# ---- block 1 ----
Block 1, routing congestion:
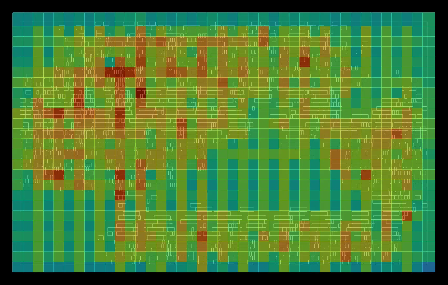
Block 1, cell sizes after repair:
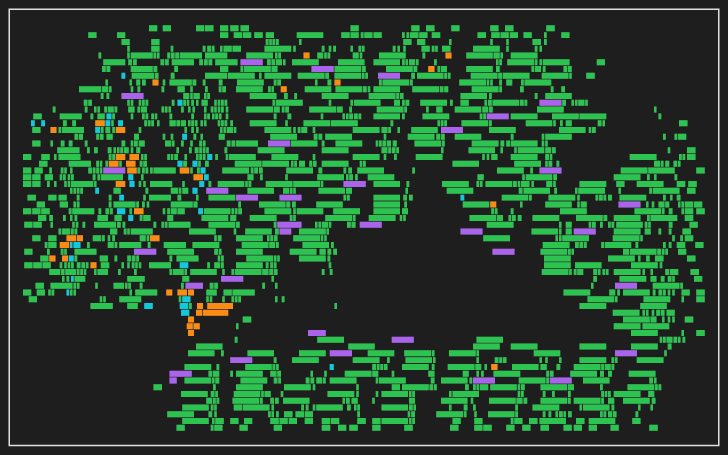
### src/rtl/fetch_pkg.sv
// fetch_pkg: shared fetch-stage types, constants and queue sizing helper
package fetch_pkg;
  localparam logic [31:0] NOP_INST = 32'h0;
  typedef struct packed {
    logic [31:0] inst;
    logic [31:0] pcplusfour;
  } fetch_entry_t;
  function automatic int occW(input int depth);
    return $clog2(depth + 1);
  endfunction
endpackage

### src/rtl/fetch_queue_unit_if.sv
// fetch_queue_unit_if: instruction-memory, redirect and decode-side signals of the fetch stage
interface fetch_queue_unit_if import fetch_pkg::*; #(
  parameter int ADDR_W = 32,
  parameter int DATA_W = 32,
  parameter int DEPTH = 4
) ();
  logic imem_req;
  logic [ADDR_W-1:0] imem_addr;
  logic [DATA_W-1:0] imem_rdata;
  logic redirect;
  logic [ADDR_W-1:0] redirect_pc;
  logic id_valid;
  logic id_ready;
  logic [DATA_W-1:0] id_inst;
  logic [ADDR_W-1:0] id_pcplusfour;
  logic [occW(DEPTH)-1:0] occupancy;
  modport master (
    output imem_req, imem_addr, id_valid, id_inst, id_pcplusfour, occupancy,
    input imem_rdata, redirect, redirect_pc, id_ready
  );
  modport slave (
    input imem_req, imem_addr, id_valid, id_inst, id_pcplusfour, occupancy,
    output imem_rdata, redirect, redirect_pc, id_ready
  );
endinterface

### src/rtl/fetch_fifo.sv
// fetch_fifo: DEPTH-entry synchronous FIFO; flush takes priority over push
module fetch_fifo import fetch_pkg::*; #(
  parameter type T = fetch_entry_t,
  parameter int DEPTH = 4
) (
  input logic Clk,
  input logic reset,
  input logic push,
  input logic pop,
  input logic flush,
  input T wrData,
  output T rdData,
  output logic [occW(DEPTH)-1:0] count
);
  localparam int PW = $clog2(DEPTH);
  localparam int CW = occW(DEPTH);
  T mem [DEPTH];
  logic [PW-1:0] wrPtr, rdPtr;
  assign rdData = mem[rdPtr];
  always_ff @(posedge Clk)
    if (push && !flush) mem[wrPtr] <= wrData;
  always_ff @(posedge Clk or negedge reset)
    if (!reset) begin
      wrPtr <= '0;
      rdPtr <= '0;
      count <= '0;
    end else if (flush) begin
      wrPtr <= '0;
      rdPtr <= '0;
      count <= '0;
    end else begin
      wrPtr <= wrPtr + PW'(push);
      rdPtr <= rdPtr + PW'(pop);
      count <= count + CW'(push) - CW'(pop);
    end
endmodule

### src/rtl/fetch_queue_unit.sv
// fetch_queue_unit: owns the PC, issues one imem read per cycle and queues {inst, PC+4} for decode.
// Define FETCH_PERF_EN to add the perf_redirects / perf_stall_cycles counters.
module fetch_queue_unit import fetch_pkg::*; #(
  parameter int ADDR_W = 32,
  parameter int DATA_W = 32,
  parameter int DEPTH = 4,
  parameter logic [ADDR_W-1:0] RESET_PC = '0
) (
  input logic Clk,
  input logic reset,
  fetch_queue_unit_if.master bus
`ifdef FETCH_PERF_EN
  ,
  output logic [31:0] perf_redirects,
  output logic [31:0] perf_stall_cycles
`endif
);
  typedef struct packed {
    logic [DATA_W-1:0] inst;
    logic [ADDR_W-1:0] pcplusfour;
  } entry_t;
  localparam int CW = occW(DEPTH);
  logic [ADDR_W-1:0] pc;
  logic inflight, pop, issue;
  logic [CW-1:0] count;
  entry_t head, pushEntry;
  assign pop = bus.id_valid && bus.id_ready;
  // masked by reset so no request is visible while the unit is held in reset
  assign issue = reset && !bus.redirect && (32'(count) + 32'(inflight) - 32'(pop) < 32'(DEPTH));
  // while a response is in flight, pc already holds the issued address + 4
  assign pushEntry = '{inst: bus.imem_rdata, pcplusfour: pc};
  assign bus.imem_req = issue;
  assign bus.imem_addr = pc;
  assign bus.id_valid = count != '0;
  assign bus.id_inst = bus.id_valid ? head.inst : DATA_W'(NOP_INST);
  assign bus.id_pcplusfour = bus.id_valid ? head.pcplusfour : '0;
  assign bus.occupancy = count;
  fetch_fifo #(.T(entry_t), .DEPTH(DEPTH)) fifo (
    .Clk(Clk),
    .reset(reset),
    .push(inflight && !bus.redirect),
    .pop(pop),
    .flush(bus.redirect),
    .wrData(pushEntry),
    .rdData(head),
    .count(count)
  );
  always_ff @(posedge Clk or negedge reset)
    if (!reset) begin
      pc <= RESET_PC;
      inflight <= 1'b0;
    end else begin
      pc <= bus.redirect ? bus.redirect_pc : issue ? pc + ADDR_W'(4) : pc;
      inflight <= issue;
    end
`ifdef FETCH_PERF_EN
  always_ff @(posedge Clk or negedge reset)
    if (!reset) begin
      perf_redirects <= '0;
      perf_stall_cycles <= '0;
    end else begin
      perf_redirects <= perf_redirects + 32'(bus.redirect);
      perf_stall_cycles <= perf_stall_cycles + 32'(bus.id_valid && !bus.id_ready);
    end
`endif
endmodule

### src/flat_wrapper.sv
// flat-port wrapper written by rule: the top's interface ports become plain ports
module fetch_queue_unit_flat import fetch_pkg::*;
#(
  parameter int ADDR_W = 32,
  parameter int DATA_W = 32,
  parameter int DEPTH = 4,
  parameter logic [ADDR_W-1:0] RESET_PC = '0
)
  (Clk, reset, bus_imem_req, bus_imem_addr, bus_id_valid, bus_id_inst, bus_id_pcplusfour, bus_occupancy, bus_imem_rdata, bus_redirect, bus_redirect_pc, bus_id_ready);
  fetch_queue_unit_if #(.ADDR_W(ADDR_W), .DATA_W(DATA_W), .DEPTH(DEPTH)) bus_i ();
  input logic Clk;
  input logic reset;
  output wire logic [$bits(bus_i.imem_req)-1:0] bus_imem_req;
  output wire logic [$bits(bus_i.imem_addr)-1:0] bus_imem_addr;
  output wire logic [$bits(bus_i.id_valid)-1:0] bus_id_valid;
  output wire logic [$bits(bus_i.id_inst)-1:0] bus_id_inst;
  output wire logic [$bits(bus_i.id_pcplusfour)-1:0] bus_id_pcplusfour;
  output wire logic [$bits(bus_i.occupancy)-1:0] bus_occupancy;
  input wire logic [$bits(bus_i.imem_rdata)-1:0] bus_imem_rdata;
  input wire logic [$bits(bus_i.redirect)-1:0] bus_redirect;
  input wire logic [$bits(bus_i.redirect_pc)-1:0] bus_redirect_pc;
  input wire logic [$bits(bus_i.id_ready)-1:0] bus_id_ready;
  assign bus_imem_req = bus_i.imem_req;
  assign bus_imem_addr = bus_i.imem_addr;
  assign bus_id_valid = bus_i.id_valid;
  assign bus_id_inst = bus_i.id_inst;
  assign bus_id_pcplusfour = bus_i.id_pcplusfour;
  assign bus_occupancy = bus_i.occupancy;
  assign bus_i.imem_rdata = bus_imem_rdata;
  assign bus_i.redirect = bus_redirect;
  assign bus_i.redirect_pc = bus_redirect_pc;
  assign bus_i.id_ready = bus_id_ready;
  fetch_queue_unit #(.ADDR_W(ADDR_W), .DATA_W(DATA_W), .DEPTH(DEPTH), .RESET_PC(RESET_PC)) u_core (.Clk(Clk), .reset(reset), .bus(bus_i));
endmodule
### config.mk
export PLATFORM = sky130hd
export DESIGN_NAME = fetch_queue_unit_flat
export DESIGN_NICKNAME = d
export VERILOG_FILES = /design/src/rtl/fetch_pkg.sv /design/src/rtl/fetch_queue_unit_if.sv /design/src/rtl/fetch_fifo.sv /design/src/rtl/fetch_queue_unit.sv /design/src/flat_wrapper.sv
export SDC_FILE = /design/constraint.sdc
export NUM_CORES = 1
export LEC_CHECK = 0
export ABC_AREA = 1
export ABC_CLOCK_PERIOD_IN_PS = 6100
export CAP_MARGIN = 0
export CORE_ASPECT_RATIO = 0.6
export CORE_MARGIN = 5
export CORE_UTILIZATION = 30
export DETAILED_ROUTE_END_ITERATION = 8
export GPL_TIMING_DRIVEN = 1
export PLACE_DENSITY = 0.55
export SLEW_MARGIN = 10
export SYNTH_ARGS = -nofsm -noshare
export SYNTH_HDL_FRONTEND = slang
export SYNTH_HIERARCHICAL = 1
export SYNTH_SLANG_ARGS = --single-unit
### constraint.sdc
create_clock -name Clk -period 6.1 [get_ports Clk]
set_clock_uncertainty 0.2 [all_clocks]
set_input_delay 1.83 -clock Clk [delete_from_list [all_inputs] [get_ports Clk]]
set_output_delay 1.83 -clock Clk [all_outputs]
set_load 0.02 [all_outputs]
==> flow_metrics.env <==
# physical design summary
export IMPL_dp_hpwl_um=21800
export IMPL_fin_ws_ns=0.276
export IMPL_cts_tree="done"
export IMPL_design_area_mm2=0.0168
export IMPL_grt_pass1_vias=9103
export IMPL_use_met1_pct=19.5
export IMPL_max_vdd_ir_drop_uv=262
export IMPL_cts_sink_count=296
export IMPL_root_buffer="clkbuf_16"
export IMPL_regMostFlops="u_core/fifo/mem"
export IMPL_clk_latency_ns=0.55
export IMPL_status="finished, final reports clean"
export IMPL_p_per_area_mw_per_mm2=419
export IMPL_r2r_setup_slack_ns=3.31
export IMPL_synthAdderAreaFrac_pct=0.978
export IMPL_wl_um=33700
export IMPL_worst_pin_slew_ns=1.06
export IMPL_finalSetupViolations=0
export IMPL_hold_class="reg -> reg"
export IMPL_grt_pass1_wl_um=52500
export IMPL_p_int_mw=4.37
export IMPL_place_port_buffers=168
export IMPL_largest_reg_flops=256
export IMPL_clk_pin_slew_ns=0.07
export IMPL_antenna_left=0
export IMPL_yosys_cell_count_top_type="nand2_1"
export IMPL_cp_common_cell="inv_1"
export IMPL_htreeDepth=1
export IMPL_seq_power_share_pct=38.1
About 'routing congestion' of block 1:
busiest layer in global routing: met2
Total Routing Usage GR: 13.3%

About 'cell sizes after repair' of block 1:
- green: x1 and smaller (cells 1417; most used nand2_1)
- cyan: x2 (cells 35; most used nand2_2)
- orange: x3 and x4 (cells 38; most used buf_4)
- purple: x6 and larger (cells 34; most used clkbuf_16)

-- final cells by class --
type | count | area, µm²
clock buffer | 42 | 785
fill | 4411 | 28000
timing repair buffer | 192 | 1900
tap | 589 | 737
multi-input combinational | 753 | 3720
inverter | 231 | 867
sequential | 296 | 8700
antenna | 2 | 5.00
clock inverter | 10 | 47.5
-- timing repair --
item                       4_1_cts  5_1_grt
gates resized                    3        3
setup buffers                    0        0
setup endpoints to repair        1        1
hold endpoints to repair         0        0

# ---- block 2 ----
Block 2, placement by cell class:
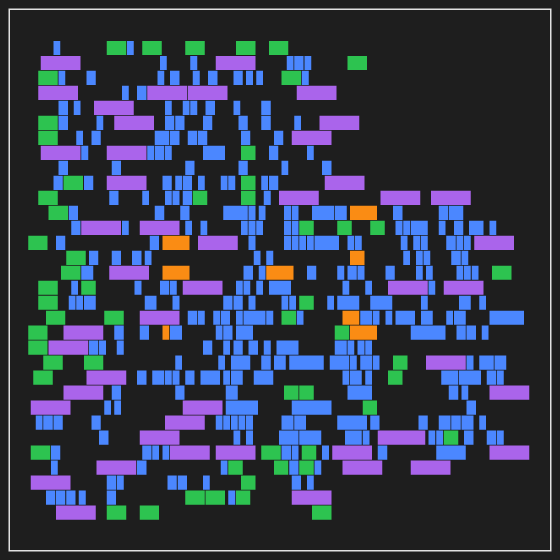
Block 2, signal metal coverage by tile:
Bar = 20 µm. The die is cut into 20 by 20 equal tiles; dark blue is low, red is high, scaled to the fullest tile. Values are wire area over tile area, all layers added.
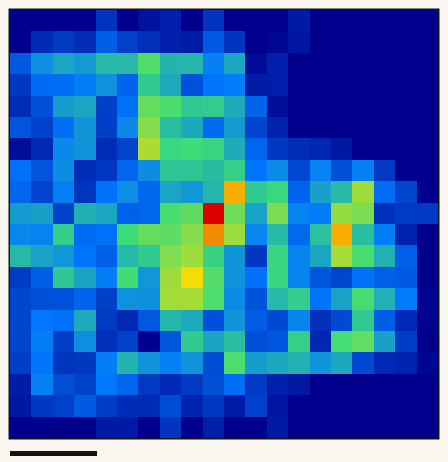
Block 2, cell density map:
Bar = 20 µm. The die is cut into 10 by 10 equal tiles; dark blue is low, red is high, 0 to 100% covered.
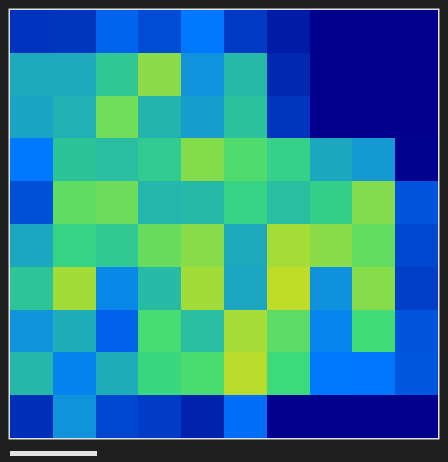
**src/rtl/i2c_master_ctrl.sv**
```systemverilog
// Single-byte I2C master: START, addr+R/W, ACK, one data byte, ACK/NACK, STOP.
// Optional feature macro I2C_CLK_STRETCH_EN enables slave clock stretching.
// Ports: clk, reset (sync, active-high); request side ce/wren/rden/addr/wdata;
//   status rdata/error/busy/done; open-drain pins scl_oe/sda_oe with senses
//   scl_i/sda_i (already synchronized at the pad level).
module i2c_master_ctrl #(
    parameter int CLK_DIV = 64
) (
    input  logic       clk,
    input  logic       reset,
    input  logic       ce,
    input  logic       wren,
    input  logic       rden,
    input  logic [7:0] addr,
    input  logic [7:0] wdata,
    output logic [7:0] rdata,
    output logic       error,
    output logic       busy,
    output logic       done,
    output logic       scl_oe,
    output logic       sda_oe,
    input  logic       scl_i,
    input  logic       sda_i
);

    typedef enum logic [2:0] {
        IDLE, START, ADDR, AACK, WBYTE, RBYTE, DACK, STOP
    } state_t;

    localparam logic [9:0] QMAX = 10'(CLK_DIV - 1);

    state_t     state, state_n;
    logic [1:0] quarter, quarter_n;
    logic [9:0] qcnt, qcnt_n;
    logic [2:0] bitc, bitc_n;
    logic [6:0] addr_q;
    logic [7:0] wdata_q;
    logic       rw;
    logic       scl_n, sda_n;
    logic       hold;
    logic       accept, illegal;
    logic       tick, sample, bit_end;
    logic [7:0] abyte;

    assign accept  = ce & (wren ^ rden);
    assign illegal = ce & wren & rden;
    assign tick    = (qcnt == QMAX) && !hold;
    assign sample  = tick && (quarter == 2'd2);
    assign bit_end = tick && (quarter == 2'd3);
    assign abyte   = {addr_q, rw};

`ifdef I2C_CLK_STRETCH_EN
    // Freeze at the start of each released-SCL phase until the pin
    // actually reads high, so a slave can hold the low phase open.
    assign hold = (state != IDLE) && (qcnt == 10'd0) && !scl_i &&
                  ((quarter == 2'd2) ||
                   ((state == STOP) && (quarter == 2'd1)));
`else
    assign hold = 1'b0;
`endif

    logic unused_ok;
    assign unused_ok = ^{scl_i, addr[7]};

    always_comb begin
        state_n   = state;
        quarter_n = quarter;
        qcnt_n    = qcnt;
        bitc_n    = bitc;
        if (state == IDLE) begin
            if (accept) begin
                state_n   = START;
                quarter_n = 2'd0;
                qcnt_n    = 10'd0;
                bitc_n    = 3'd0;
            end
        end else if (!hold) begin
            if (qcnt == QMAX) begin
                qcnt_n    = 10'd0;
                quarter_n = quarter + 2'd1;
                if (quarter == 2'd3) begin
                    bitc_n = bitc + 3'd1;
                    case (state)
                        START: begin
                            state_n = ADDR;
                            bitc_n  = 3'd0;
                        end
                        ADDR: if (bitc == 3'd7) state_n = AACK;
                        AACK: begin
                            // error here can only come from the address NACK
                            if (error)   state_n = STOP;
                            else if (rw) state_n = RBYTE;
                            else         state_n = WBYTE;
                            bitc_n = 3'd0;
                        end
                        WBYTE, RBYTE: if (bitc == 3'd7) state_n = DACK;
                        DACK:    state_n = STOP;
                        STOP:    state_n = IDLE;
                        default: state_n = IDLE;
                    endcase
                end
            end else begin
                qcnt_n = qcnt + 10'd1;
            end
        end
    end

    // Line levels are derived from the next phase so the registered
    // outputs line up exactly with the phase they belong to.
    always_comb begin
        scl_n = 1'b0;
        sda_n = 1'b0;
        case (state_n)
            START: begin
                scl_n = (quarter_n == 2'd3);
                sda_n = quarter_n[1];
            end
            ADDR: begin
                scl_n = !quarter_n[1];
                sda_n = !abyte[~bitc_n];
            end
            WBYTE: begin
                scl_n = !quarter_n[1];
                sda_n = !wdata_q[~bitc_n];
            end
            AACK, RBYTE, DACK: scl_n = !quarter_n[1];
            STOP: begin
                scl_n = (quarter_n == 2'd0);
                sda_n = (quarter_n != 2'd3);
            end
            default: begin
                scl_n = 1'b0;
                sda_n = 1'b0;
            end
        endcase
    end

    always_ff @(posedge clk) begin
        if (reset) begin
            state   <= IDLE;
            quarter <= 2'd0;
            qcnt    <= 10'd0;
            bitc    <= 3'd0;
            addr_q  <= 7'd0;
            wdata_q <= 8'd0;
            rw      <= 1'b0;
            rdata   <= 8'h00;
            error   <= 1'b0;
            busy    <= 1'b0;
            done    <= 1'b0;
            scl_oe  <= 1'b0;
            sda_oe  <= 1'b0;
        end else begin
            state   <= state_n;
            quarter <= quarter_n;
            qcnt    <= qcnt_n;
            bitc    <= bitc_n;
            scl_oe  <= scl_n;
            sda_oe  <= sda_n;
            done    <= 1'b0;
            if (state == IDLE) begin
                if (illegal) begin
                    error <= 1'b1;
                    done  <= 1'b1;
                end else if (accept) begin
                    addr_q  <= addr[6:0];
                    wdata_q <= wdata;
                    rw      <= rden;
                    error   <= 1'b0;
                    busy    <= 1'b1;
                end
            end
            if (sample) begin
                if ((state == AACK) && sda_i)
                    error <= 1'b1;
                if ((state == DACK) && !rw && sda_i)
                    error <= 1'b1;
                if (state == RBYTE)
                    rdata <= {rdata[6:0], sda_i};
            end
            if ((state == STOP) && bit_end) begin
                done <= 1'b1;
                busy <= 1'b0;
            end
        end
    end

endmodule
```
**config.mk**
```make
export PLATFORM = sky130hd
export DESIGN_NAME = i2c_master_ctrl
export DESIGN_NICKNAME = d
export VERILOG_FILES = /design/src/rtl/i2c_master_ctrl.sv
export SDC_FILE = /design/constraint.sdc
export NUM_CORES = 1
export LEC_CHECK = 0
export ABC_AREA = 1
export CAP_MARGIN = 20
export CORE_MARGIN = 3
export CORE_UTILIZATION = 30
export DETAILED_ROUTE_END_ITERATION = 10
export GPL_ROUTABILITY_DRIVEN = 0
export PLACE_DENSITY = 0.47
export SYNTH_ARGS = -nofsm -noshare
export SYNTH_HDL_FRONTEND = slang
export SYNTH_SLANG_ARGS = --single-unit
```
**constraint.sdc**
```tcl
create_clock -name clk -period 2.4 [get_ports clk]
set_clock_uncertainty 0.15 [all_clocks]
set_input_delay 0.48 -clock clk [delete_from_list [all_inputs] [get_ports clk]]
set_output_delay 0.48 -clock clk [all_outputs]
set_load 0.02 [all_outputs]
```
==> flow_metrics.env <==
# physical design summary
export IMPL_status="finished, final reports clean"
export IMPL_maxPowerGroup="sequential cells"
export IMPL_drive_above_1_share_pct=17.3
export IMPL_path_max_fanout=5
export IMPL_grt_util_met2_pct=22.3
export IMPL_top_cells_by_area="dfxtp_1 (37%), nand2_1 (9.9%), nand3_1 (6.9%), o21ai_0 (6.7%), nor2_1 (6.1%)"
export IMPL_ys_seq_share_pct=37.0
export IMPL_crit_start="qcnt[0]"
export IMPL_critPathMaxStageDelay_ns=0.37
export IMPL_synth_cells=362
export IMPL_hold_end="rdata[7]"
export IMPL_syn_area_per_cell_um2=7.02
export IMPL_route_met3_wl_um=216
export IMPL_first_pass_iters=4
export IMPL_cp_common_cell="nand2_2"
export IMPL_highest_layer="met4"
export IMPL_power_switching_mw=0.415
export IMPL_period_needed_ns=2.22
export IMPL_drv_slew=0
export IMPL_vias_per_cell=4.66
export IMPL_dp_cells=508
## Picture notes: 'placement by cell class' of block 2
- orange: clock drivers and dummy loads (cells 8; share of their area 2.9%)
- green: remaining buffers and delay cells (cells 56; share of their area 16%)
- purple: registers (cells 47; share of their area 30%)
- blue: remaining logic cells (cells 304; share of their area 51%)

## Picture notes: 'signal metal coverage by tile' of block 2
- nearly empty tiles: 24%
- fullest tile: 0.49
- emptiest ninth of the die: top right
- tiles over half the peak: 8.7%
- densest ninth of the die: middle
- mean over tiles: 0.10

## Picture notes: 'cell density map' of block 2
- densest ninth of the die: middle
- mean over tiles: 32%
- nearly empty tiles: 14%
- emptiest ninth of the die: top right
- fullest tile: 67%

==> repair_timing <==
item	CTS	global route
setup buffers	0	1
resized	0	11
endpoints found under the setup margin	0	8
==> layout make-up <==
| class | count | area (µm²) |
|---|---|---|
| clock buffers | 6 | 72.6 |
| clock inverters | 2 | 16.3 |
| fillers | 880 | 4730 |
| inverters | 47 | 176 |
| multi-input cells | 257 | 1400 |
| flip-flops and latches | 47 | 945 |
| well taps | 102 | 128 |
| repair buffers | 56 | 503 |

# ---- block 3 ----
Block 3, signal metal coverage by tile:
Bar = 10 µm. The die is cut into 9 by 9 equal tiles; dark blue is low, red is high, scaled to the fullest tile. Values are wire area over tile area, all layers added.
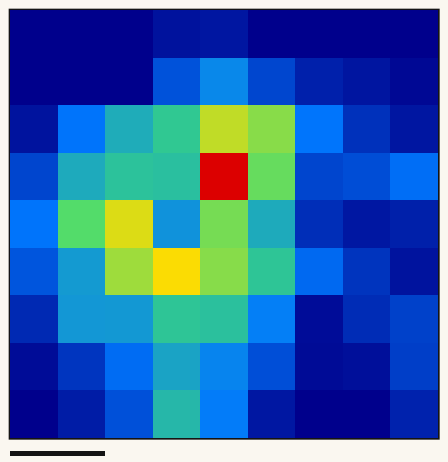
Block 3, cell sizes after repair:
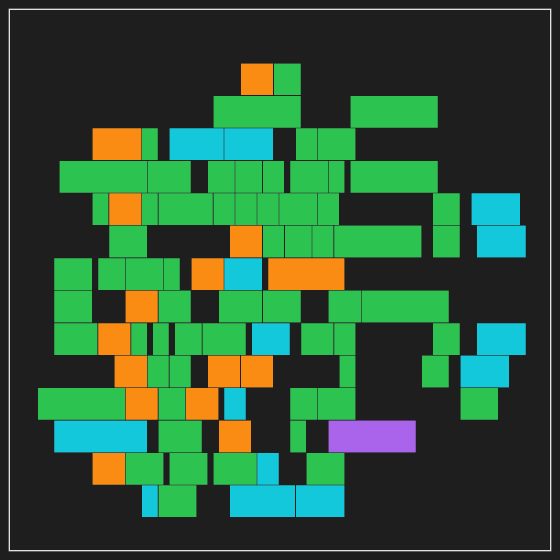
$ cat config.mk
export PLATFORM = sky130hd
export DESIGN_NAME = fc_layer_ctrl
export DESIGN_NICKNAME = d
export VERILOG_FILES = /design/src/rtl/fc_layer_ctrl.sv
export SDC_FILE = /design/constraint.sdc
export NUM_CORES = 1
export LEC_CHECK = 0
export CORE_MARGIN = 2
export CORE_UTILIZATION = 35
export DETAILED_ROUTE_END_ITERATION = 10
export MAX_ROUTING_LAYER = met4
export PLACE_DENSITY = 0.89
export SLEW_MARGIN = 20
export SYNTH_ARGS = -nofsm -noshare
export SYNTH_HDL_FRONTEND = slang
export SYNTH_SLANG_ARGS = --single-unit
$ cat constraint.sdc
create_clock -name clk -period 1.7 [get_ports clk]
set_clock_uncertainty 0.1 [all_clocks]
set_input_delay 0.255 -clock clk [delete_from_list [all_inputs] [get_ports clk]]
set_output_delay 0.255 -clock clk [all_outputs]
set_load 0.02 [all_outputs]
$ cat src/rtl/fc_layer_ctrl.sv
// Sequencer for one folded fully-connected layer: accepts an activation vector,
// sweeps fold_add across every slice, then holds the finished output until consumed.
module fc_layer_ctrl #(
  parameter int fold     = 64,
  parameter int fold_log = (fold > 1) ? $clog2(fold) : 1,
  parameter int hold     = 1
) (
  input  logic                clk,
  input  logic                reset,
  input  logic                act_valid,
  output logic                act_ready,
  output logic                stream_act_en,
  input  logic                cfg_valid,
  input  logic                cfg_sel,
  input  logic [fold_log-1:0] cfg_addr,
  output logic                cfg_ready,
  output logic                stream_w_en,
  output logic [fold_log-1:0] stream_w_addr,
  output logic                stream_th_en,
  output logic [fold_log-1:0] stream_th_addr,
  output logic [fold_log-1:0] fold_add,
  output logic                out_valid,
  input  logic                out_ready,
  output logic                busy
);

  localparam int HW = $clog2(hold) + 1;
  localparam logic [fold_log-1:0] SLICE_LAST = fold_log'(fold - 1);
  localparam logic [HW-1:0]       HOLD_LAST  = HW'(hold - 1);

  typedef enum logic [1:0] {IDLE, RUN, DONE} state_e;

  state_e              state_q;
  logic [fold_log-1:0] slice_q;
  logic [HW-1:0]       hcnt_q;
  logic                idle;

  always_ff @(posedge clk) begin
    if (reset) begin
      state_q <= IDLE;
      slice_q <= '0;
      hcnt_q  <= '0;
    end else begin
      unique case (state_q)
        IDLE: begin
          if (stream_act_en) begin
            state_q <= RUN;
            slice_q <= '0;
            hcnt_q  <= '0;
          end
        end
        RUN: begin
          if (hcnt_q == HOLD_LAST) begin
            hcnt_q <= '0;
            // Final slice is left in place so DONE keeps presenting it.
            if (slice_q == SLICE_LAST) state_q <= DONE;
            else                       slice_q <= slice_q + fold_log'(1);
          end else begin
            hcnt_q <= hcnt_q + HW'(1);
          end
        end
        DONE: begin
          if (out_ready) begin
            state_q <= IDLE;
            slice_q <= '0;
          end
        end
        default: state_q <= IDLE;
      endcase
    end
  end

  assign idle = (state_q == IDLE);

  // Configuration wins over activation; reset masks every strobe.
  assign act_ready      = idle & ~cfg_valid;
  assign cfg_ready      = idle;
  assign stream_act_en  = act_valid & act_ready & ~reset;
  assign stream_w_en    = idle & cfg_valid & ~cfg_sel & ~reset;
  assign stream_th_en   = idle & cfg_valid &  cfg_sel & ~reset;
  assign stream_w_addr  = cfg_addr;
  assign stream_th_addr = cfg_addr;
  assign fold_add       = idle ? '0 : slice_q;
  assign out_valid      = (state_q == DONE);
  assign busy           = ~idle;

endmodule

==> flow_metrics.env <==
# physical design summary
export IMPL_power_switching_mw=0.125
export IMPL_initCoreUtil_pct=38.2
export IMPL_antennaDiodeCount=0
export IMPL_syn_area_per_cell_um2=8.05
export IMPL_status="finished, final reports clean"
export IMPL_root_buffer="clkbuf_4"
export IMPL_top_usage_layer="met2"
export IMPL_max_vdd_ir_drop_uv=315
export IMPL_crit_type="in -> reg"
export IMPL_vias=605
export IMPL_maxCapViolations=0
export IMPL_critPathTopFamily="simple AND/OR/NAND/NOR gates"
export IMPL_leakage_nw=0.373
export IMPL_p_int_mw=0.323
export IMPL_pre_cts_ws_ns=-0.484
export IMPL_placed_cell_area_um2=805
export IMPL_core_mm2=0.00156
export IMPL_critPathLaunchType="input pin"
export IMPL_ys_sh_mux_pct=1.68
export IMPL_cts_resized=37
export IMPL_drive_above_1_share_pct=32.3
export IMPL_drcViolationCount=0
export IMPL_critPathMaxStageDelay_ns=0.52
export IMPL_dp_cells=106
export IMPL_yosysWarnings=0
export IMPL_layout_top_cells="buf_4 (10), dlygate4sd2_1 (7), dfxtp_1 (7)"
export IMPL_flop_cell="dfxtp_1"
export IMPL_layout_cells_most_common="buf_4"
About 'signal metal coverage by tile' of block 3:
- densest ninth of the die: middle
- tiles over half the peak: 12%
- mean over tiles: 0.13
- nearly empty tiles: 17%

About 'cell sizes after repair' of block 3:
- orange: x3 and x4 (cells 15; most used buf_4)
- green: x1 and smaller (cells 63)
- cyan: x2 (cells 14; most used clkdlybuf4s15_2)
- purple: x6 and larger (cells 1; most used buf_12)

area by class of cell:
cell class	instances	area, µm²
fill	140	723
sequential	8	161
multi-input combinational	50	357
tap	16	20.0
inverter	3	11.3
timing repair buffer	29	264
clock buffer	3	22.5
path summary, 6_finish.rpt:
kind / startpoint / to / slack, ns / cells past startpoint
max reg2reg: state_q[1] / slice_q[3] / 0.02 / 5
min reg2reg: slice_q[0] / slice_q[0] / 0.44 / 2
max: cfg_valid / slice_q[3] / 0.006 / 6
min: cfg_addr[2] / stream_w_addr[2] / 0.41 / 0

